=== design 1 ===
[src/rtl/sd_seq_pkg.sv]
// Shared types and constants for the SD sector sequencer: FSM states,
// error codes and the sector-to-card-address mapping.
package sd_seq_pkg;

  typedef enum logic [2:0] {
    IDLE,
    WAIT_READY,
    ISSUE,
    XFER_RD,
    XFER_WR,
    DONE
  } seq_state_t;

  localparam logic [1:0] ERR_NONE    = 2'd0;
  localparam logic [1:0] ERR_TIMEOUT = 2'd1;
  localparam logic [1:0] ERR_SHORT   = 2'd2;

  localparam int unsigned SECTOR_BYTES_DEFAULT = 512;
  localparam int          BUF_ADDR_W           = 9;

  // Standard-capacity cards take a byte address; SDHC cards take the block number.
  function automatic logic [31:0] sector_to_address(input logic [31:0] sector, input bit sdhc);
    return sdhc ? sector : {sector[22:0], 9'd0};
  endfunction

endpackage

[src/rtl/sd_edge_det.sv]
// Registers a level input once and flags rising/falling transitions of the
// live input against that registered copy.
module sd_edge_det (
  input  logic clk,
  input  logic reset,
  input  logic level,
  output logic rise,
  output logic fall
);

  logic level_reg;

  always_ff @(posedge clk) begin
    if (reset) level_reg <= 1'b0;
    else       level_reg <= level;
  end

  assign rise = level & ~level_reg;
  assign fall = ~level & level_reg;

endmodule

[src/rtl/sd_sector_sequencer.sv]
// Drives sd_controller through one whole-sector read or write and streams the
// bytes to/from an external sector buffer, reporting done/err at the end.
module sd_sector_sequencer
  import sd_seq_pkg::*;
#(
  parameter bit          SDHC           = 1'b0,
  parameter int unsigned TIMEOUT_CYCLES = 50000000,
  parameter int unsigned SECTOR_BYTES   = SECTOR_BYTES_DEFAULT
) (
  input  logic        clk,
  input  logic        reset,
  input  logic        cmd_valid,
  output logic        cmd_ready,
  input  logic        cmd_write,
  input  logic [31:0] cmd_sector,
  output logic        done,
  output logic        err,
  output logic [1:0]  err_code,
  output logic [8:0]  buf_addr,
  output logic        buf_we,
  output logic [7:0]  buf_wdata,
  input  logic [7:0]  buf_rdata,
  output logic        sd_rd,
  output logic        sd_wr,
  output logic [31:0] sd_address,
  output logic [7:0]  sd_din,
  input  logic [7:0]  sd_dout,
  input  logic        sd_byte_available,
  input  logic        sd_ready_for_next_byte,
  input  logic        sd_ready
);

  localparam int               CNT_W      = $clog2(SECTOR_BYTES + 1);
  localparam logic [CNT_W-1:0] FULL_COUNT = CNT_W'(SECTOR_BYTES);
  localparam logic [CNT_W-1:0] CNT_ONE    = CNT_W'(1);
  localparam logic [31:0]      TMO_LAST   = 32'(TIMEOUT_CYCLES - 1);

  seq_state_t       state_reg;
  logic             write_reg;
  logic [CNT_W-1:0] count_reg;
  logic [31:0]      tmo_reg;

  logic [1:0] level_in;
  logic [1:0] rise;
  logic [1:0] fall;
  logic       byte_rise;
  logic       rfnb_fall;
  logic       unused_edges;
  logic       xfer_full;
  logic       tmo_hit;

  // Bit 0: byte_available, bit 1: ready_for_next_byte.
  assign level_in = {sd_ready_for_next_byte, sd_byte_available};

  genvar gi;
  generate
    for (gi = 0; gi < 2; gi++) begin : g_edge
      sd_edge_det u_edge (
        .clk   (clk),
        .reset (reset),
        .level (level_in[gi]),
        .rise  (rise[gi]),
        .fall  (fall[gi])
      );
    end
  endgenerate

  assign byte_rise    = rise[0];
  assign rfnb_fall    = fall[1];
  assign unused_edges = rise[1] | fall[0];
  assign xfer_full    = (count_reg == FULL_COUNT);
  assign tmo_hit      = (tmo_reg >= TMO_LAST);

  always_ff @(posedge clk) begin
    if (reset) begin
      state_reg  <= IDLE;
      write_reg  <= 1'b0;
      count_reg  <= '0;
      tmo_reg    <= '0;
      cmd_ready  <= 1'b1;
      done       <= 1'b0;
      err        <= 1'b0;
      err_code   <= ERR_NONE;
      buf_addr   <= '0;
      buf_we     <= 1'b0;
      buf_wdata  <= '0;
      sd_rd      <= 1'b0;
      sd_wr      <= 1'b0;
      sd_address <= '0;
      sd_din     <= '0;
    end else begin
      buf_we <= 1'b0;
      done   <= 1'b0;

      // Buffer read data trails buf_addr by one cycle; keep sd_din tracking it
      // so byte[count] is in place well before the controller samples it.
      if (write_reg && (state_reg == WAIT_READY || state_reg == ISSUE || state_reg == XFER_WR))
        sd_din <= buf_rdata;

      case (state_reg)
        IDLE: begin
          if (cmd_valid && cmd_ready) begin
            write_reg  <= cmd_write;
            sd_address <= sector_to_address(cmd_sector, SDHC);
            count_reg  <= '0;
            tmo_reg    <= '0;
            err        <= 1'b0;
            err_code   <= ERR_NONE;
            buf_addr   <= '0;
            cmd_ready  <= 1'b0;
            state_reg  <= WAIT_READY;
          end
        end

        WAIT_READY: begin
          if (tmo_hit) begin
            err_code  <= ERR_TIMEOUT;
            err       <= 1'b1;
            done      <= 1'b1;
            state_reg <= DONE;
          end else if (sd_ready) begin
            sd_rd     <= ~write_reg;
            sd_wr     <= write_reg;
            tmo_reg   <= '0;
            state_reg <= ISSUE;
          end else begin
            tmo_reg <= tmo_reg + 32'd1;
          end
        end

        ISSUE: begin
          if (tmo_hit) begin
            sd_rd     <= 1'b0;
            sd_wr     <= 1'b0;
            err_code  <= ERR_TIMEOUT;
            err       <= 1'b1;
            done      <= 1'b1;
            state_reg <= DONE;
          end else if (!sd_ready) begin
            sd_rd     <= 1'b0;
            sd_wr     <= 1'b0;
            tmo_reg   <= '0;
            state_reg <= write_reg ? XFER_WR : XFER_RD;
          end else begin
            tmo_reg <= tmo_reg + 32'd1;
          end
        end

        XFER_RD, XFER_WR: begin
          if (sd_ready) begin
            err_code  <= xfer_full ? ERR_NONE : ERR_SHORT;
            err       <= ~xfer_full;
            done      <= 1'b1;
            state_reg <= DONE;
          end else if (tmo_hit) begin
            err_code  <= ERR_TIMEOUT;
            err       <= 1'b1;
            done      <= 1'b1;
            state_reg <= DONE;
          end else if (state_reg == XFER_RD && byte_rise && !xfer_full) begin
            buf_we    <= 1'b1;
            buf_addr  <= BUF_ADDR_W'(count_reg);
            buf_wdata <= sd_dout;
            count_reg <= count_reg + CNT_ONE;
            tmo_reg   <= '0;
          end else if (state_reg == XFER_WR && rfnb_fall && !xfer_full) begin
            count_reg <= count_reg + CNT_ONE;
            // Past the last byte the address stays put so sd_din keeps its value.
            if (count_reg < FULL_COUNT - CNT_ONE)
              buf_addr <= BUF_ADDR_W'(count_reg + CNT_ONE);
            tmo_reg <= '0;
          end else begin
            tmo_reg <= tmo_reg + 32'd1;
          end
        end

        DONE: begin
          err       <= 1'b0;
          cmd_ready <= 1'b1;
          state_reg <= IDLE;
        end

        default: begin
          cmd_ready <= 1'b1;
          state_reg <= IDLE;
        end
      endcase
    end
  end

endmodule

[config.mk]
export PLATFORM = sky130hd
export DESIGN_NAME = sd_sector_sequencer
export DESIGN_NICKNAME = d
export VERILOG_FILES = /design/src/rtl/sd_seq_pkg.sv /design/src/rtl/sd_edge_det.sv /design/src/rtl/sd_sector_sequencer.sv
export SDC_FILE = /design/constraint.sdc
export NUM_CORES = 1
export LEC_CHECK = 0
export CORE_ASPECT_RATIO = 1.4
export CORE_MARGIN = 2
export CORE_UTILIZATION = 40
export CTS_CLUSTER_SIZE = 8
export DETAILED_ROUTE_END_ITERATION = 8
export PLACE_DENSITY = 0.65
export REMOVE_ABC_BUFFERS = 1
export SLEW_MARGIN = 20
export SYNTH_ARGS = -nofsm -noshare
export SYNTH_HDL_FRONTEND = slang
export SYNTH_SLANG_ARGS = --single-unit
[constraint.sdc]
create_clock -name clk -period 3 [get_ports clk]
set_input_delay 0.6 -clock clk [delete_from_list [all_inputs] [get_ports clk]]
set_output_delay 0.6 -clock clk [all_outputs]
set_load 0.01 [all_outputs]
=== design 2 ===
**src/rtl/register_bank_pkg.sv**
```systemverilog
// register_bank_pkg: shared defaults and helpers
// for the 2R1W register bank and its scoreboard.
package register_bank_pkg;

  localparam int DEF_DATA_W = 8;
  localparam int DEF_DEPTH  = 32;

  function automatic int addr_w(input int depth);
    return $clog2(depth);
  endfunction

endpackage

```
**src/rtl/register_bank_busy_scoreboard.sv**
```systemverilog
// busy_scoreboard: per-register busy bits plus
// a registered running count of busy entries.
module busy_scoreboard
  import register_bank_pkg::*;
#(
  parameter int DEPTH  = DEF_DEPTH,
  parameter int ADDR_W = addr_w(DEF_DEPTH)
) (
  input  logic              clk,
  input  logic              reset,
  input  logic              set_en,
  input  logic [ADDR_W-1:0] set_addr,
  input  logic              clr_en,
  input  logic [ADDR_W-1:0] clr_addr,
  input  logic              flush,
  input  logic [ADDR_W-1:0] tap_a,
  input  logic [ADDR_W-1:0] tap_b,
  output logic              busy_a,
  output logic              busy_b,
  output logic [ADDR_W:0]   busy_cnt
);

  localparam logic [ADDR_W:0] ONE = 1;

  logic [DEPTH-1:0] busy_q;
  logic [DEPTH-1:0] busy_d;
  logic [ADDR_W:0]  cnt_d;
  logic             set_new;
  logic             clr_hit;

  // next busy vector and count; a same-edge set beats clear and flush
  always_comb begin
    busy_d  = busy_q;
    cnt_d   = busy_cnt;
    set_new = set_en && !busy_q[set_addr];
    clr_hit = clr_en && busy_q[clr_addr]
              && !(set_en && set_addr == clr_addr);
    if (flush) begin
      busy_d = '0;
      cnt_d  = '0;
      if (set_en) begin
        busy_d[set_addr] = 1'b1;
        cnt_d            = ONE;
      end
    end else begin
      if (clr_en)
        busy_d[clr_addr] = 1'b0;
      if (set_en)
        busy_d[set_addr] = 1'b1;
      if (set_new)
        cnt_d = cnt_d + ONE;
      if (clr_hit)
        cnt_d = cnt_d - ONE;
    end
  end

  // busy state registers
  always_ff @(posedge clk or negedge reset) begin
    if (!reset) begin
      busy_q   <= '0;
      busy_cnt <= '0;
    end else begin
      busy_q   <= busy_d;
      busy_cnt <= cnt_d;
    end
  end

  assign busy_a = busy_q[tap_a];
  assign busy_b = busy_q[tap_b];

endmodule

```
**src/rtl/register_bank_2r1w.sv**
```systemverilog
// register_bank_2r1w: 1W/2R register bank with busy scoreboard.
// Define REGISTER_BANK_BYPASS_EN for same-cycle write-to-read forwarding.
module register_bank_2r1w
  import register_bank_pkg::*;
#(
  parameter int DATA_W   = DEF_DATA_W,
  parameter int DEPTH    = DEF_DEPTH,
  parameter int ZERO_REG = 1,
  localparam int ADDR_W  = addr_w(DEPTH)
) (
  input  logic              clk,
  input  logic              reset,
  input  logic              wr_en,
  input  logic [ADDR_W-1:0] wr_addr,
  input  logic [DATA_W-1:0] wr_data,
  input  logic              rsv_en,
  input  logic [ADDR_W-1:0] rsv_addr,
  input  logic              flush,
  input  logic [ADDR_W-1:0] rd_addr_a,
  output logic [DATA_W-1:0] rd_data_a,
  output logic              rd_busy_a,
  input  logic [ADDR_W-1:0] rd_addr_b,
  output logic [DATA_W-1:0] rd_data_b,
  output logic              rd_busy_b,
  output logic [ADDR_W:0]   busy_cnt
);

  localparam bit ZR = (ZERO_REG != 0);

  logic [DATA_W-1:0] mem [DEPTH];
  logic              wr_ok;
  logic              rsv_ok;
  logic              sb_busy_a;
  logic              sb_busy_b;

  assign wr_ok  = wr_en  && !(ZR && wr_addr  == '0);
  assign rsv_ok = rsv_en && !(ZR && rsv_addr == '0);

  busy_scoreboard #(
    .DEPTH  (DEPTH),
    .ADDR_W (ADDR_W)
  ) u_sb (
    .clk      (clk),
    .reset    (reset),
    .set_en   (rsv_ok),
    .set_addr (rsv_addr),
    .clr_en   (wr_ok),
    .clr_addr (wr_addr),
    .flush    (flush),
    .tap_a    (rd_addr_a),
    .tap_b    (rd_addr_b),
    .busy_a   (sb_busy_a),
    .busy_b   (sb_busy_b),
    .busy_cnt (busy_cnt)
  );

  // data array; a hardwired zero register is never written
  always_ff @(posedge clk or negedge reset) begin
    if (!reset) begin
      for (int i = 0; i < DEPTH; i++)
        mem[i] <= '0;
    end else if (wr_ok) begin
      mem[wr_addr] <= wr_data;
    end
  end

  // read port A: stored state, zero reg, optional forward
  always_comb begin
    rd_data_a = mem[rd_addr_a];
    rd_busy_a = sb_busy_a;
    if (ZR && rd_addr_a == '0) begin
      rd_data_a = '0;
      rd_busy_a = 1'b0;
    end
`ifdef REGISTER_BANK_BYPASS_EN
    if (wr_ok && wr_addr == rd_addr_a) begin
      rd_data_a = wr_data;
      rd_busy_a = !(rsv_ok && rsv_addr == wr_addr);
    end
`endif
  end

  // read port B: stored state, zero reg, optional forward
  always_comb begin
    rd_data_b = mem[rd_addr_b];
    rd_busy_b = sb_busy_b;
    if (ZR && rd_addr_b == '0) begin
      rd_data_b = '0;
      rd_busy_b = 1'b0;
    end
`ifdef REGISTER_BANK_BYPASS_EN
    if (wr_ok && wr_addr == rd_addr_b) begin
      rd_data_b = wr_data;
      rd_busy_b = !(rsv_ok && rsv_addr == wr_addr);
    end
`endif
  end

endmodule

```
**config.mk**
```make
export PLATFORM = sky130hd
export DESIGN_NAME = register_bank_2r1w
export DESIGN_NICKNAME = d
export VERILOG_FILES = /design/src/rtl/register_bank_pkg.sv /design/src/rtl/register_bank_busy_scoreboard.sv /design/src/rtl/register_bank_2r1w.sv
export SDC_FILE = /design/constraint.sdc
export NUM_CORES = 1
export LEC_CHECK = 0
export CORE_ASPECT_RATIO = 0.7
export CORE_MARGIN = 5
export CORE_UTILIZATION = 30
export DETAILED_ROUTE_END_ITERATION = 6
export PLACE_DENSITY = 0.42
export SETUP_SLACK_MARGIN = 0.5
export SYNTH_ARGS = -nofsm -noshare
export SYNTH_HDL_FRONTEND = slang
export SYNTH_SLANG_ARGS = --single-unit
```
**constraint.sdc**
```tcl
create_clock -name clk -period 5.95 [get_ports clk]
set_input_delay 1.4875 -clock clk [delete_from_list [all_inputs] [get_ports clk]]
set_output_delay 1.4875 -clock clk [all_outputs]
set_load 0.02 [all_outputs]
```
=== design 3 ===
### src/rtl/frame_ram_writer_pkg.sv
// Shared constants and state type for the frame RAM writer.
package frame_ram_writer_pkg;

  // Frame geometry of the game-mode frame bus.
  localparam int FRAME_BYTES = 16;
  localparam int FONT_W      = 8;
  localparam int FRAME_W     = FRAME_BYTES * FONT_W;

  // Writer sequencing: wait for work, snapshot, stream bytes, report completion.
  typedef enum logic [1:0] {
    ST_IDLE  = 2'd0,
    ST_LOAD  = 2'd1,
    ST_WRITE = 2'd2,
    ST_DONE  = 2'd3
  } wr_state_e;

endpackage

### src/rtl/frame_ram_writer_refresh_timer.sv
// Free-running period counter that produces a one-cycle refresh tick.
module frame_ram_writer_refresh_timer #(
  parameter int PERIOD = 50
) (
  input  logic clk_i,
  input  logic rst_n_i,
  output logic tick_o
);

  localparam int            CW   = (PERIOD > 1) ? $clog2(PERIOD) : 1;
  localparam logic [CW-1:0] LAST = CW'(PERIOD - 1);

  logic [CW-1:0] cnt_q, cnt_d;

  // Count 0..PERIOD-1 and wrap.
  always_comb begin
    cnt_d = (cnt_q == LAST) ? '0 : cnt_q + 1'b1;
  end

  assign tick_o = (cnt_q == LAST);

  // Counter register.
  always_ff @(posedge clk_i or negedge rst_n_i) begin
    if (!rst_n_i) begin
      cnt_q <= '0;
    end else begin
      cnt_q <= cnt_d;
    end
  end

endmodule

### src/rtl/frame_ram_writer.sv
// Snapshots the game-mode frame whenever it changes (or on refresh) and
// streams it byte by byte into the display RAM over a valid/ready port.
module frame_ram_writer
  import frame_ram_writer_pkg::*;
#(
  parameter int NUM_BYTES   = FRAME_BYTES,
  parameter int BYTE_W      = FONT_W,
  parameter int ADDR_W      = 4,
  parameter int REFRESH_CYC = 0
) (
  input  logic                        clk,
  input  logic                        rst_n,
  input  logic [NUM_BYTES*BYTE_W-1:0] data_input,
  input  logic                        wr_ready,
  output logic                        wr_en,
  output logic [ADDR_W-1:0]           wr_addr,
  output logic [BYTE_W-1:0]           wr_data,
  output logic                        busy,
  output logic                        frame_done
);

  localparam int              DW       = NUM_BYTES * BYTE_W;
  localparam logic [ADDR_W-1:0] LAST_IDX = ADDR_W'(NUM_BYTES - 1);

  wr_state_e         state_q, state_d;
  logic [DW-1:0]     snapshot_q, snapshot_d;
  logic [DW-1:0]     last_frame_q, last_frame_d;
  logic              dirty_q, dirty_d;
  logic              wr_en_q, wr_en_d;
  logic [ADDR_W-1:0] wr_addr_q, wr_addr_d;
  logic [BYTE_W-1:0] wr_data_q, wr_data_d;
  logic              busy_q, busy_d;
  logic              frame_done_q, frame_done_d;

  logic              refresh_tick;
  logic [ADDR_W-1:0] next_addr;
  logic [BYTE_W-1:0] snap_bytes [NUM_BYTES];

  // Byte i of the frame lives at the top end: cell 0 is the MSB byte.
  for (genvar gi = 0; gi < NUM_BYTES; gi++) begin : g_unpack
    assign snap_bytes[gi] = snapshot_q[DW-1-gi*BYTE_W -: BYTE_W];
  end

  // Optional periodic forced rewrite.
  if (REFRESH_CYC > 0) begin : g_refresh
    frame_ram_writer_refresh_timer #(
      .PERIOD (REFRESH_CYC)
    ) u_refresh_timer (
      .clk_i   (clk),
      .rst_n_i (rst_n),
      .tick_o  (refresh_tick)
    );
  end else begin : g_no_refresh
    assign refresh_tick = 1'b0;
  end

  assign next_addr = wr_addr_q + 1'b1;

  // Next-state and registered-output logic for the write sequencer.
  always_comb begin
    state_d      = state_q;
    snapshot_d   = snapshot_q;
    last_frame_d = last_frame_q;
    dirty_d      = dirty_q;
    wr_en_d      = wr_en_q;
    wr_addr_d    = wr_addr_q;
    wr_data_d    = wr_data_q;
    busy_d       = busy_q;
    frame_done_d = 1'b0;

    // A tick outside LOAD is remembered; one in LOAD is served by that load.
    if (refresh_tick) begin
      dirty_d = 1'b1;
    end

    case (state_q)
      ST_IDLE: begin
        if (dirty_q || (data_input != last_frame_q) || refresh_tick) begin
          state_d = ST_LOAD;
        end
      end
      ST_LOAD: begin
        snapshot_d   = data_input;
        last_frame_d = data_input;
        dirty_d      = 1'b0;
        busy_d       = 1'b1;
        wr_en_d      = 1'b1;
        wr_addr_d    = '0;
        wr_data_d    = data_input[DW-1 -: BYTE_W];
        state_d      = ST_WRITE;
      end
      ST_WRITE: begin
        if (wr_en_q && wr_ready) begin
          if (wr_addr_q == LAST_IDX) begin
            wr_en_d = 1'b0;
            state_d = ST_DONE;
          end else begin
            wr_addr_d = next_addr;
            wr_data_d = snap_bytes[next_addr];
          end
        end
      end
      ST_DONE: begin
        frame_done_d = 1'b1;
        busy_d       = 1'b0;
        state_d      = ST_IDLE;
      end
      default: begin
        state_d = ST_IDLE;
      end
    endcase
  end

  // State and output registers; reset forces a full rewrite afterwards.
  always_ff @(posedge clk or negedge rst_n) begin
    if (!rst_n) begin
      state_q      <= ST_IDLE;
      snapshot_q   <= '0;
      last_frame_q <= '0;
      dirty_q      <= 1'b1;
      wr_en_q      <= 1'b0;
      wr_addr_q    <= '0;
      wr_data_q    <= '0;
      busy_q       <= 1'b0;
      frame_done_q <= 1'b0;
    end else begin
      state_q      <= state_d;
      snapshot_q   <= snapshot_d;
      last_frame_q <= last_frame_d;
      dirty_q      <= dirty_d;
      wr_en_q      <= wr_en_d;
      wr_addr_q    <= wr_addr_d;
      wr_data_q    <= wr_data_d;
      busy_q       <= busy_d;
      frame_done_q <= frame_done_d;
    end
  end

  assign wr_en      = wr_en_q;
  assign wr_addr    = wr_addr_q;
  assign wr_data    = wr_data_q;
  assign busy       = busy_q;
  assign frame_done = frame_done_q;

endmodule

### config.mk
export PLATFORM = sky130hd
export DESIGN_NAME = frame_ram_writer
export DESIGN_NICKNAME = d
export VERILOG_FILES = /design/src/rtl/frame_ram_writer_pkg.sv /design/src/rtl/frame_ram_writer_refresh_timer.sv /design/src/rtl/frame_ram_writer.sv
export SDC_FILE = /design/constraint.sdc
export NUM_CORES = 1
export LEC_CHECK = 0
export ABC_AREA = 1
export ABC_CLOCK_PERIOD_IN_PS = 4050
export CORE_MARGIN = 3
export CORE_UTILIZATION = 55
export DETAILED_ROUTE_END_ITERATION = 8
export PLACE_DENSITY_LB_ADDON = 0.25
export SETUP_SLACK_MARGIN = 0.05
export SYNTH_ARGS = -nofsm -noshare
export SYNTH_HDL_FRONTEND = slang
export SYNTH_HIERARCHICAL = 1
export SYNTH_SLANG_ARGS = --single-unit
export TNS_END_PERCENT = 5
### constraint.sdc
create_clock -name clk -period 4.05 [get_ports clk]
set_clock_uncertainty 0.05 [all_clocks]
set_input_delay 1.215 -clock clk [delete_from_list [all_inputs] [get_ports clk]]
set_output_delay 1.215 -clock clk [all_outputs]
set_load 0.01 [all_outputs]
=== design 4 ===
`config.mk`:
```
export PLATFORM = sky130hd
export DESIGN_NAME = output_queue_requester_flat
export DESIGN_NICKNAME = d
export VERILOG_FILES = /design/src/rtl/output_queue_requester_pkg.sv /design/src/rtl/output_queue_requester_if.sv /design/src/rtl/output_queue_requester_desc_fifo.sv /design/src/rtl/output_queue_requester.sv /design/src/flat_wrapper.sv
export SDC_FILE = /design/constraint.sdc
export NUM_CORES = 2
export LEC_CHECK = 0
export ABC_AREA = 1
export CAP_MARGIN = 20
export CELL_PAD_IN_SITES_DETAIL_PLACEMENT = 0
export CELL_PAD_IN_SITES_GLOBAL_PLACEMENT = 2
export CORE_MARGIN = 2
export CORE_UTILIZATION = 48
export CTS_BUF_LIST = sky130_fd_sc_hd__clkbuf_2
export DETAILED_ROUTE_END_ITERATION = 12
export PLACE_DENSITY = 0.95
export SLEW_MARGIN = 15
export SYNTH_ARGS = -nofsm -noshare
export SYNTH_HDL_FRONTEND = slang
export SYNTH_SLANG_ARGS = --single-unit
```
`constraint.sdc`:
```
create_clock -name clk -period 8.16 [get_ports clk]
set_input_delay 1.224 -clock clk [delete_from_list [all_inputs] [get_ports clk]]
set_output_delay 1.224 -clock clk [all_outputs]
set_load 0.03 [all_outputs]
```
`src/rtl/output_queue_requester_pkg.sv`:
```
// Shared constants, state encoding and descriptor packing for output_queue_requester.
// Port and priority counts come from `PORT_NUB_TOTAL / `PRI_NUM_TOTAL (generate_parameter.vh defaults below).
`ifndef PORT_NUB_TOTAL
`define PORT_NUB_TOTAL 16
`endif
`ifndef PRI_NUM_TOTAL
`define PRI_NUM_TOTAL 8
`endif

package output_queue_requester_pkg;

  localparam int PORT_NUB_TOTAL = `PORT_NUB_TOTAL;
  localparam int PRI_NUM_TOTAL  = `PRI_NUM_TOTAL;
  localparam int QUEUE_DEPTH    = 8;
  localparam int ADDR_WIDTH     = 10;
  localparam int LEN_WIDTH      = 6;
  localparam int PORT_WIDTH     = $clog2(PORT_NUB_TOTAL);
  localparam int PRI_WIDTH_SIG  = $clog2(PRI_NUM_TOTAL);
  localparam int PRI_WIDTH      = PORT_NUB_TOTAL * PRI_WIDTH_SIG;

  localparam logic [0:0] ST_IDLE = 1'b0;
  localparam logic [0:0] ST_XFER = 1'b1;

  // Descriptor layout, MSB to LSB: addr | len | pri
  typedef struct packed {
    logic [ADDR_WIDTH-1:0]    addr;
    logic [LEN_WIDTH-1:0]     len;
    logic [PRI_WIDTH_SIG-1:0] pri;
  } desc_t;

  function automatic desc_t pack_desc(input logic [ADDR_WIDTH-1:0]    addr,
                                      input logic [LEN_WIDTH-1:0]     len,
                                      input logic [PRI_WIDTH_SIG-1:0] pri);
    desc_t d;
    d.addr = addr;
    d.len  = len;
    d.pri  = pri;
    return d;
  endfunction

endpackage

```
`src/rtl/output_queue_requester_if.sv`:
```
// Bus bundle of output_queue_requester: descriptor enqueue, arbiter request/grant, cache read commands.
// Handshakes: enq transfers on a clk edge with enq_vld && enq_rdy; a read beat transfers on a clk
// edge with rd_vld && rd_rdy; once rd_vld is high, rd_addr/rd_last/rd_port hold until that transfer.
interface output_queue_requester_if;
  import output_queue_requester_pkg::*;

  logic                      enq_vld;
  logic [PORT_WIDTH-1:0]     enq_port;
  logic [ADDR_WIDTH-1:0]     enq_addr;
  logic [LEN_WIDTH-1:0]      enq_len;
  logic [PRI_WIDTH_SIG-1:0]  enq_pri;
  logic                      enq_rdy;
  logic [PORT_NUB_TOTAL-1:0] request_signals;
  logic [PRI_WIDTH-1:0]      priorities;
  logic [PORT_WIDTH-1:0]     grant;
  logic                      grant_vld;
  logic                      rd_vld;
  logic                      rd_rdy;
  logic [ADDR_WIDTH-1:0]     rd_addr;
  logic [PORT_WIDTH-1:0]     rd_port;
  logic                      rd_last;
  logic                      busy;

  modport master (
    input  enq_vld, enq_port, enq_addr, enq_len, enq_pri, grant, grant_vld, rd_rdy,
    output enq_rdy, request_signals, priorities, rd_vld, rd_addr, rd_port, rd_last, busy
  );

  modport slave (
    output enq_vld, enq_port, enq_addr, enq_len, enq_pri, grant, grant_vld, rd_rdy,
    input  enq_rdy, request_signals, priorities, rd_vld, rd_addr, rd_port, rd_last, busy
  );

endinterface

```
`src/rtl/output_queue_requester_desc_fifo.sv`:
```
// oqr_desc_fifo: per-port descriptor FIFO with registered head; pointers carry one wrap bit
// so full and empty are distinguished without a separate counter.
module oqr_desc_fifo #(
  parameter int DEPTH = 8,
  parameter int W     = 19
) (
  input  logic         clk,
  input  logic         reset_n,
  input  logic         push,
  input  logic         pop,
  input  logic [W-1:0] din,
  output logic [W-1:0] head,
  output logic         empty,
  output logic         full
);

  localparam int AW = $clog2(DEPTH);

  logic [AW:0]  wr_ptr;
  logic [AW:0]  rd_ptr;
  logic [W-1:0] mem [DEPTH];
  logic         do_push;
  logic         do_pop;

  assign empty   = (wr_ptr == rd_ptr);
  assign full    = (wr_ptr[AW] != rd_ptr[AW]) && (wr_ptr[AW-1:0] == rd_ptr[AW-1:0]);
  assign do_push = push && !full;
  assign do_pop  = pop && !empty;
  assign head    = mem[rd_ptr[AW-1:0]];

  always_ff @(posedge clk or negedge reset_n) begin
    if (!reset_n) begin
      wr_ptr <= '0;
      rd_ptr <= '0;
    end else begin
      if (do_push) wr_ptr <= wr_ptr + (AW+1)'(1);
      if (do_pop)  rd_ptr <= rd_ptr + (AW+1)'(1);
    end
  end

  // Storage is not reset; the head is only consumed while the queue is non-empty.
  always_ff @(posedge clk) begin
    if (do_push) mem[wr_ptr[AW-1:0]] <= din;
  end

endmodule

```
`src/rtl/output_queue_requester.sv`:
```
// Requester side of the output-port arbiter: per-port descriptor queues, request/priority vectors,
// and one-packet-at-a-time cache read bursts. Optional OQR_BUSY_MASK_EN hides requests during a burst.
module output_queue_requester
  import output_queue_requester_pkg::*;
(
  input logic                     clk,
  input logic                     reset_n,
  output_queue_requester_if.master bus
);

  logic [PORT_NUB_TOTAL-1:0] q_empty;
  logic [PORT_NUB_TOTAL-1:0] q_full;
  logic [PORT_NUB_TOTAL-1:0] q_push;
  logic [PORT_NUB_TOTAL-1:0] q_pop;
  logic [PORT_NUB_TOTAL-1:0] req_raw;
  logic [PORT_NUB_TOTAL-1:0] req_vis;
  logic [PRI_WIDTH-1:0]      prio_vec;
  desc_t                     q_head [PORT_NUB_TOTAL];
  desc_t                     enq_desc;
  desc_t                     grant_desc;

  logic [0:0]            state;
  logic [ADDR_WIDTH-1:0] base_addr;
  logic [LEN_WIDTH-1:0]  len_q;
  logic [LEN_WIDTH-1:0]  beat;
  logic [PORT_WIDTH-1:0] port_q;
  logic                  grant_fire;
  logic                  beat_fire;
  logic                  last_beat;

  assign enq_desc   = pack_desc(bus.enq_addr, bus.enq_len, bus.enq_pri);
  assign req_raw    = ~q_empty;
  assign grant_desc = q_head[bus.grant];
  assign grant_fire = (state == ST_IDLE) && bus.grant_vld && req_raw[bus.grant];
  assign beat_fire  = (state == ST_XFER) && bus.rd_rdy;
  assign last_beat  = (beat == len_q);

  genvar i;
  generate
    for (i = 0; i < PORT_NUB_TOTAL; i++) begin : g_q
      assign q_push[i] = bus.enq_vld && (bus.enq_port == PORT_WIDTH'(i)) && !q_full[i];
      assign q_pop[i]  = grant_fire && (bus.grant == PORT_WIDTH'(i));

      oqr_desc_fifo #(
        .DEPTH (QUEUE_DEPTH),
        .W     ($bits(desc_t))
      ) u_fifo (
        .clk     (clk),
        .reset_n (reset_n),
        .push    (q_push[i]),
        .pop     (q_pop[i]),
        .din     (enq_desc),
        .head    (q_head[i]),
        .empty   (q_empty[i]),
        .full    (q_full[i])
      );

      assign prio_vec[i*PRI_WIDTH_SIG +: PRI_WIDTH_SIG] = req_vis[i] ? q_head[i].pri : '0;
    end
  endgenerate

`ifdef OQR_BUSY_MASK_EN
  assign req_vis = (state == ST_XFER) ? '0 : req_raw;
`else
  assign req_vis = req_raw;
`endif

  // Burst sequencer: a grant latches the popped head; each accepted beat advances until beat == len.
  always_ff @(posedge clk or negedge reset_n) begin
    if (!reset_n) begin
      state     <= ST_IDLE;
      base_addr <= '0;
      len_q     <= '0;
      beat      <= '0;
      port_q    <= '0;
    end else if (grant_fire) begin
      state     <= ST_XFER;
      base_addr <= grant_desc.addr;
      len_q     <= grant_desc.len;
      beat      <= '0;
      port_q    <= bus.grant;
    end else if (beat_fire) begin
      if (last_beat) state <= ST_IDLE;
      else           beat  <= beat + LEN_WIDTH'(1);
    end
  end

  assign bus.enq_rdy         = ~q_full[bus.enq_port];
  assign bus.request_signals = req_vis;
  assign bus.priorities      = prio_vec;
  assign bus.rd_vld          = (state == ST_XFER);
  assign bus.rd_addr         = base_addr + ADDR_WIDTH'(beat);
  assign bus.rd_last         = (state == ST_XFER) && last_beat;
  assign bus.rd_port         = port_q;
  assign bus.busy            = (state == ST_XFER);

endmodule

```
`src/flat_wrapper.sv`:
```
// flat-port wrapper written by rule: the top's interface ports become plain ports
module output_queue_requester_flat import output_queue_requester_pkg::*;
  (clk, reset_n, bus_enq_vld, bus_enq_port, bus_enq_addr, bus_enq_len, bus_enq_pri, bus_grant, bus_grant_vld, bus_rd_rdy, bus_enq_rdy, bus_request_signals, bus_priorities, bus_rd_vld, bus_rd_addr, bus_rd_port, bus_rd_last, bus_busy);
  output_queue_requester_if bus_i ();
  input logic clk;
  input logic reset_n;
  input wire logic [$bits(bus_i.enq_vld)-1:0] bus_enq_vld;
  input wire logic [$bits(bus_i.enq_port)-1:0] bus_enq_port;
  input wire logic [$bits(bus_i.enq_addr)-1:0] bus_enq_addr;
  input wire logic [$bits(bus_i.enq_len)-1:0] bus_enq_len;
  input wire logic [$bits(bus_i.enq_pri)-1:0] bus_enq_pri;
  input wire logic [$bits(bus_i.grant)-1:0] bus_grant;
  input wire logic [$bits(bus_i.grant_vld)-1:0] bus_grant_vld;
  input wire logic [$bits(bus_i.rd_rdy)-1:0] bus_rd_rdy;
  output wire logic [$bits(bus_i.enq_rdy)-1:0] bus_enq_rdy;
  output wire logic [$bits(bus_i.request_signals)-1:0] bus_request_signals;
  output wire logic [$bits(bus_i.priorities)-1:0] bus_priorities;
  output wire logic [$bits(bus_i.rd_vld)-1:0] bus_rd_vld;
  output wire logic [$bits(bus_i.rd_addr)-1:0] bus_rd_addr;
  output wire logic [$bits(bus_i.rd_port)-1:0] bus_rd_port;
  output wire logic [$bits(bus_i.rd_last)-1:0] bus_rd_last;
  output wire logic [$bits(bus_i.busy)-1:0] bus_busy;
  assign bus_i.enq_vld = bus_enq_vld;
  assign bus_i.enq_port = bus_enq_port;
  assign bus_i.enq_addr = bus_enq_addr;
  assign bus_i.enq_len = bus_enq_len;
  assign bus_i.enq_pri = bus_enq_pri;
  assign bus_i.grant = bus_grant;
  assign bus_i.grant_vld = bus_grant_vld;
  assign bus_i.rd_rdy = bus_rd_rdy;
  assign bus_enq_rdy = bus_i.enq_rdy;
  assign bus_request_signals = bus_i.request_signals;
  assign bus_priorities = bus_i.priorities;
  assign bus_rd_vld = bus_i.rd_vld;
  assign bus_rd_addr = bus_i.rd_addr;
  assign bus_rd_port = bus_i.rd_port;
  assign bus_rd_last = bus_i.rd_last;
  assign bus_busy = bus_i.busy;
  output_queue_requester u_core (.clk(clk), .reset_n(reset_n), .bus(bus_i));
endmodule
```
==> design_2/m1.png <==
Scale bar: 100 µm.
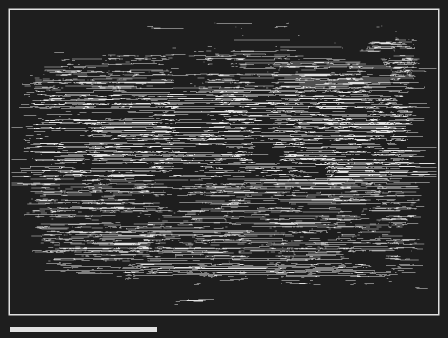
longest straight run: 85.1 µm
main direction: horizontal
share of all routed wire: 50%
wire length on this layer: 26.9 mm
met1 routing resource usage after global routing: 27.9%
Post-Route WL: 54.2 mm
vias post-DR: 10,500

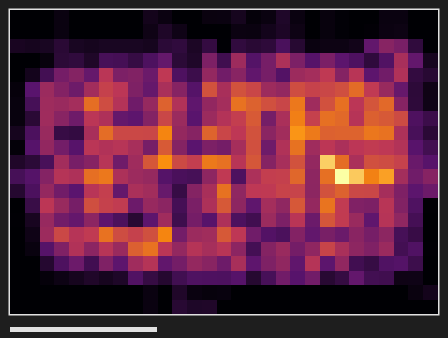
(design_2/route_heat.png)
Scale bar: 100 µm. 29 x 21 tiles, from black (low) to pale yellow (high), scaled to the fullest tile. Values are wire area over tile area, all layers added.
mean over tiles: 0.14
emptiest ninth of the die: north-west
densest ninth of the die: east
fullest tile: 0.49
nearly empty tiles: 17%
detailed-route wire length per cell: 28.6 µm
global-route usage over all layers: 18.2%

==> results.yml, design 2 <==
# flow metrics
run_status:
  run_status: "finished clean"
drt:
  dr_wl_met3_mm: 2.38
layout:
  fin_util_pct: 35.7
  post-route-cell-area_mm2: 0.0193
critical_path:
  timing.critical_path.required_ns: 4.46
  cp_slowest_stage_delay_ns: 0.57
synthesis:
  synth_compound_gate_area_share_pct: 2.68
  post-synth-top-area-fraction_pct: 44.6
  ys_sh_adder_pct: 0.0759
  synth_cells: 1094
clock_network:
  clock_tree.buffer_depth: 3
  post_cts.repair.setup_buffers: 0
sta:
  period_needed_ns: 5.37
  max_clock_freq_ghz: 0.186
  grt_setup_unrepaired: "true"
placement:
  place_congestion: 0.807
  numPortBuffers: 56
power:
  worst_ir_drop_vdd_mv: 0.176
floorplanning:
  floorplan.die_area_mm2: 0.0598
[design 2: layout make-up]
type,count,area (µm²),share of cell area [%]
Sequential cell,294,7360,38.2
Clock buffer,52,1050,5.45
Inverter,18,67.6,0.351
Tap cell,730,913,4.74
Timing Repair Buffer,106,1110,5.77
Clock inverter,8,83.8,0.435
Multi-Input combinational cell,686,8690,45.1
[design 2: sequential cells by signal, summed over array words and instances, names as in the netlist]
name,flops
u_sb.busy_cnt,6
u_sb.busy_q,32
mem,256
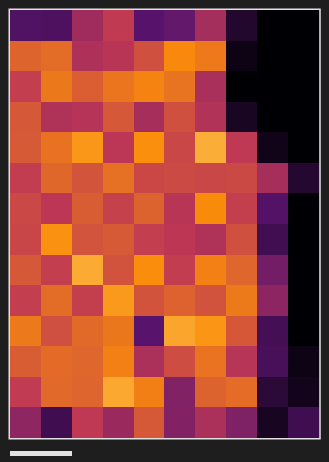
(design_1/util_map.png)
Scale bar: 20 µm. 10 x 14 tiles, from black (low) to pale yellow (high), 0 to 100% covered.
fullest tile: 82%
emptiest ninth of the die: north-east
tiles over 75% full: 7.1%
mean over tiles: 46%
nearly empty tiles: 11%
area of the core: 0.0123 mm²
final core utilization: 52.1%
effective utilization at floorplan: 41.1%

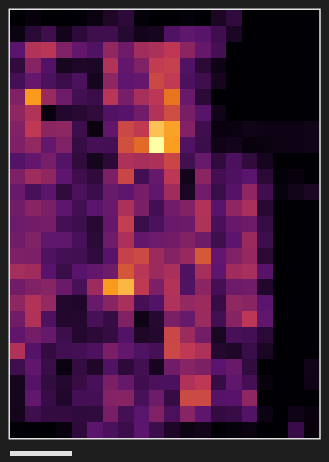
(design_1/route_heat.png)
Scale bar: 20 µm. 20 x 27 tiles, from black (low) to pale yellow (high), scaled to the fullest tile. Values are wire area over tile area, all layers added.
nearly empty tiles: 20%
tiles over half the peak: 6.1%
emptiest ninth of the die: north-east
Post-Route WL: 13.1 mm
global-route usage over all layers: 19.3%

==> results.yml, design 1 <==
# flow metrics
run_status:
  run_status: "finished clean"
layout:
  fin_cells: 865
  largest_register_ff_count: 32
  drive_above_1_share_pct: 7.69
critical_path:
  cell_by_cell_listing_of_the_critical_path: "ha_1, nand3_1, o211ai_1, a31oi_1, buf_4, a31oi_1, o21ai_2, o32ai_1"
  cp_slowest_stage_delay_ns: 0.59
  path_depth: 8
  critical_path.slowest_cell: "sky130_fd_sc_hd__a31oi_1"
  critical-path-top-delay-family: "AND-OR/OR-AND gates"
  timing.critical_path.buf_inv: 1
sta:
  period_needed_ns: 2.52
  final_max_slew_viol_count: 0
  hold-worst-slack_ns: 0.454
  max_clock_freq_ghz: 0.397
worst_hold_path:
  worst_hold_startpoint: "sd_address[19]"
  worst_hold_path_type: "flip-flop to flip-flop"
synthesis:
  syn_area_per_cell_um2: 8.09
  post-synth-top-area-fraction_pct: 41.2
  synth_cell_type_count: 64
grt:
  antenna_found_initial: 0
power:
  leakagePower_nw: 2.21
  power_attributed_to_combinational_cells_mw: 0.428
  sequentialPowerShare_pct: 48.7
floorplanning:
  io-pin-count: 120
  chipWidth_um: 99.0
drt:
  post_drt_via_cell_ratio: 5.55
  drcViolationCount: 0
  initialDrtViolationCount: 323
placement:
  placed_area_mm2: 0.00614
  numPortBuffers: 101
flow_run:
  max_cap_viol_count: 0
clock_network:
  clock_tree.buffer_depth: 2
==> design 1: area by class of cell <==
type,count,area [µm²]
clock buffer,11,233
sequential,104,2080
inverter,18,67.6
timing repair buffer,118,1130
fill,1167,5890
multi-input combinational,459,2670
clock inverter,5,42.5
tap,150,188
==> design 1: cell families (layout without fill, tap and decap cells) <==
kind of cell / after synthesis / after routing
AND-OR/OR-AND: 175 / 175
XOR/XNOR: 7 / 7
adder cells (fa/ha/maj): 3 / 3
buffers and inverters: 70 / 152
flip-flops: 104 / 104
multiplexers: 21 / 21
other: 1 / 9
AND/OR/NAND/NOR: 244 / 244
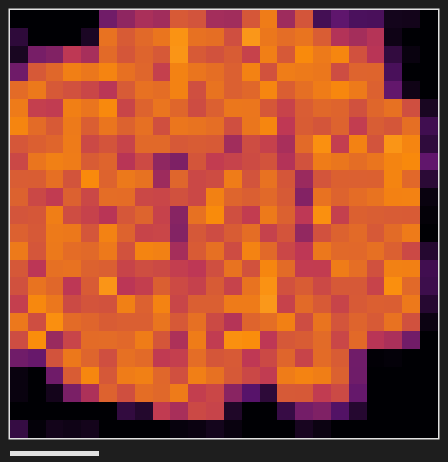
(design_4/util_map.png)
Scale bar: 100 µm. 24 x 24 tiles, from black (low) to pale yellow (high), 0 to 100% covered.
emptiest ninth of the die: south-east
nearly empty tiles: 10%
fullest tile: 78%
final core utilization: 53.0%
area of the core: 0.227 mm²
effective utilization at floorplan: 48.1%

==> results.yml, design 4 <==
# flow metrics
sta:
  timing.final.setup_violations: 0
power:
  design_power_total_mw: 32.5
  power_attributed_to_combinational_cells_mw: 8.52
  power.clock.fraction_pct: 26.5
  clock_power_mw: 8.60
  intPower_mw: 20.6
floorplanning:
  io-pin-count: 114
critical_path:
  r2r_slack_ns: 4.05
clock_network:
  cts_htree_levels: 6
  cts-buffers-inserted: 667
grt:
  gr-total-overflow: 0
  largest_net_degree_at_the_start_of_global_routing: 81
synthesis:
  synth_xor_xnor_area_share_pct: 0.898
drt:
  drtPass1Iterations: 8
  wire_per_inst_um: 21.4
  dr_total_vias: 75600
run_status:
  run_status: "finished clean"
==> design 4: cell usage after synthesis, drive strengths merged, types with 5 or more instances <==
| cell | instances |
|---|---|
| a31oi | 48 |
| xor2 | 102 |
| nand2 | 3159 |
| nand3 | 1082 |
| edfxtp | 2432 |
| buf | 268 |
| a21oi | 9 |
| nor2 | 1110 |
| dfrtp | 155 |
| nand4 | 73 |
| clkinv | 5 |
| ha | 39 |
| nand3b | 7 |
| xnor2 | 10 |
| o22ai | 48 |
| nor3 | 70 |
| clkbuf | 260 |
| inv | 652 |
| o21ai | 537 |
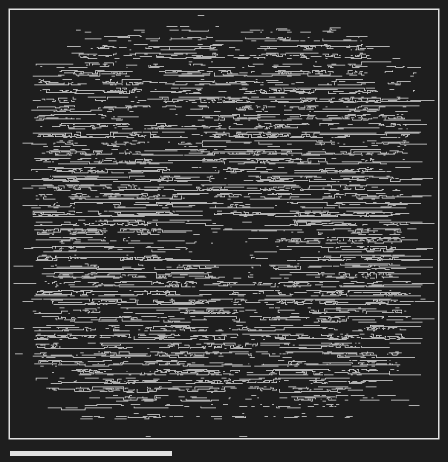
(design_3/m1.png)
Scale bar: 50 µm.
main direction: horizontal
share of all routed wire: 42%
wire length on this layer: 10,300 µm
nets with wire on the layer: 1,379
vias post-DR: 8,526
met1 routing resource usage after global routing: 35.3%
Post-Route WL: 24.3 mm

==> results.yml, design 3 <==
# flow metrics
sta:
  max-slew-margin-rel_pct: 38.7
  hold_violations: 0
  timing.final.setup_violations: 0
  hold-worst-slack_ns: 0.392
  finalSetupTns_ns: 0
layout:
  drive_above_1_share_pct: 4.15
  lay_top_cells: "sky130_fd_sc_hd__nand2_1 (415), sky130_fd_sc_hd__o21ai_0 (181), sky130_fd_sc_hd__inv_1 (180)"
  seq_cell_count: 146
  top_register: "last_frame_q"
  insertedDiodeCount: 0
  dominant-cell-class: "combinational gates"
  seqAreaFraction_pct: 33.1
  final-comb-area_mm2: 0.00419
  final_layout_top_logic_cell: "sky130_fd_sc_hd__nand2_1"
critical_path:
  critical-path-top-delay-family: "buffers and inverters"
  cp-start-kind: "flip-flop"
  startpoint_of_the_most_critical_setup_path: "wr_addr[0]"
  timing.critical_path.buf_inv: 2
  critPathCaptureType: "primary output"
  path_depth: 2
  timing.rr.end: "wr_data[3]"
  r2r_slack_ns: 1.42
clock_network:
  cts_resized: 0
  ctsRootBufferMaster: "sky130_fd_sc_hd__clkbuf_16"
  post_cts.repair.setup_buffers: 0
  clock_tree.buffer_depth: 2
floorplanning:
  tap_cells: 211
  initCoreUtil_pct: 57.1
  die_h_um: 133
synthesis:
  synthesized_chip_area_reported_by_yosys_mm2: 0.00880
  mappedNetlistArea_mm2: 0.00880
  synth.top_cells.by_area: "sky130_fd_sc_hd__dfrtp_1 (41%), sky130_fd_sc_hd__nand2_1 (18%), sky130_fd_sc_hd__o21ai_0 (10%)"
  most_common_cell: "sky130_fd_sc_hd__nand2_1"
  synth_cell_type_count: 33
  post-synth-top-area-fraction_pct: 41.2
power:
  intPower_mw: 4.91
  power.clock.fraction_pct: 21.6
  power_attributed_to_combinational_cells_mw: 4.14
drt:
  drtPass1Iterations: 8
  wire_per_inst_um: 15.1
run_status:
  run_status: "finished clean"
grt:
  largest_net_degree_at_the_start_of_global_routing: 105
-- design 3: routing by layer --
metal / track usage, % / routed length [µm] / vias to the layer above
li1: - / - / 4212
met1: 35.3 / 10300 / 3919
met2: 45.5 / 11700 / 329
met3: 5.63 / 1550 / 64
met4: 11.3 / 761 / 2
met5: 0 / 11 / -
-- design 3: kinds of logic after synthesis --
group | Yosys count | share of synthesized area (%)
simple gates | 551 | 25.1
compound gates | 276 | 16.0
buf+inv | 238 | 11.0
flops | 146 | 41.5
xor+xnor | 50 | 5.40
fa+ha+maj | 6 | 0.853


## Gallery

Routing congestion.
shot_01.png
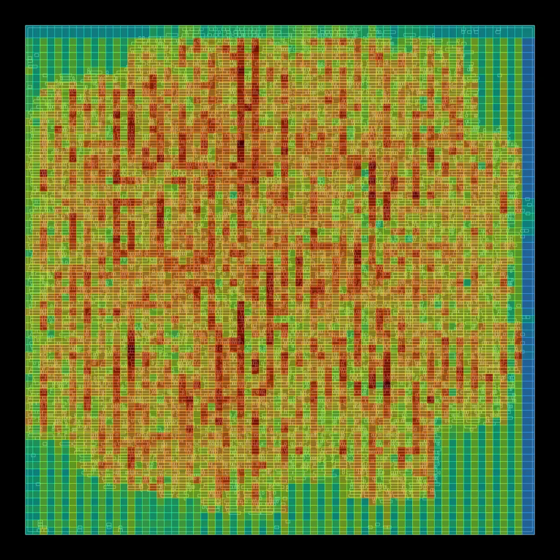
shot_02.png
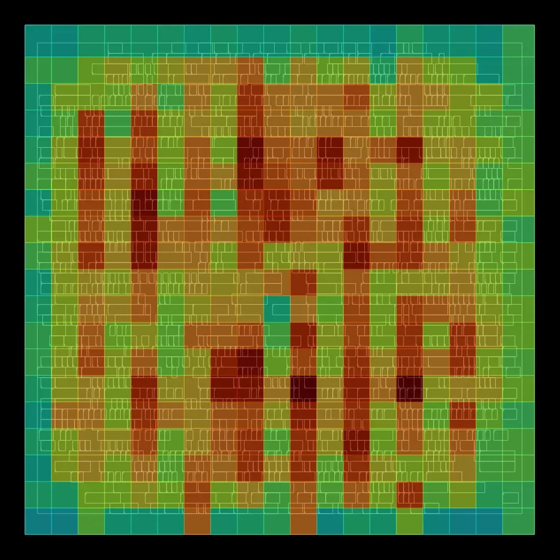
shot_03.png
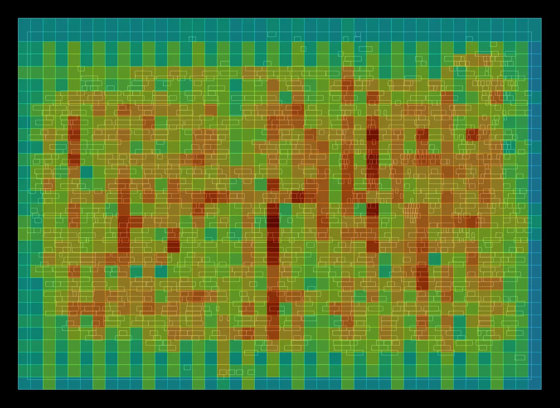
shot_04.png
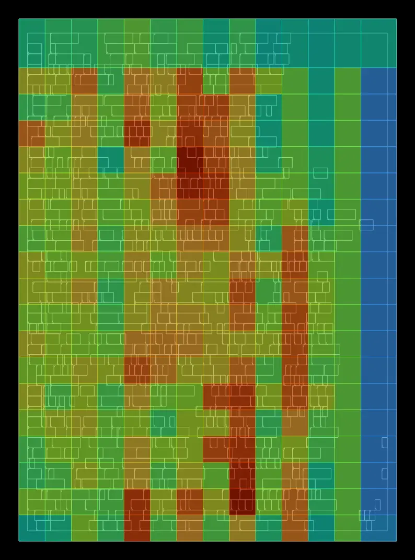
For design 2, see shot_03.png.
For design 4, see shot_01.png.
For design 3, see shot_02.png.
For design 1, see shot_04.png.


## Gallery

Met2 routing.
picture 1
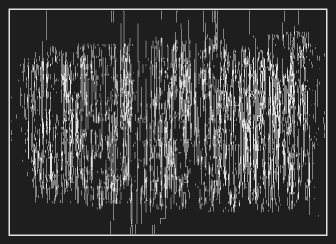
picture 2
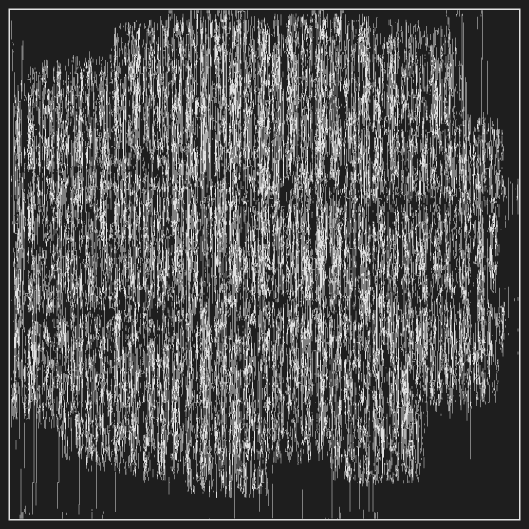
picture 3
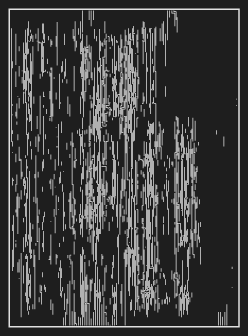
picture 4
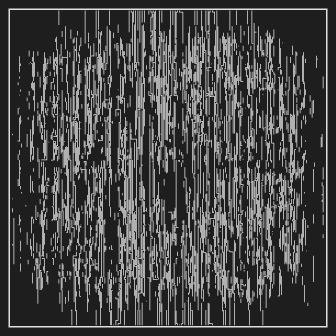
- design 4 = picture 2
- design 3 = picture 4
- design 1 = picture 3
- design 2 = picture 1

Key to picture 4:
share of all routed wire: 48%
nets with wire on the layer: 1,206
longest straight run: 49.0 µm
wire length on this layer: 11,700 µm

Power and IR drop assume default switching activity.
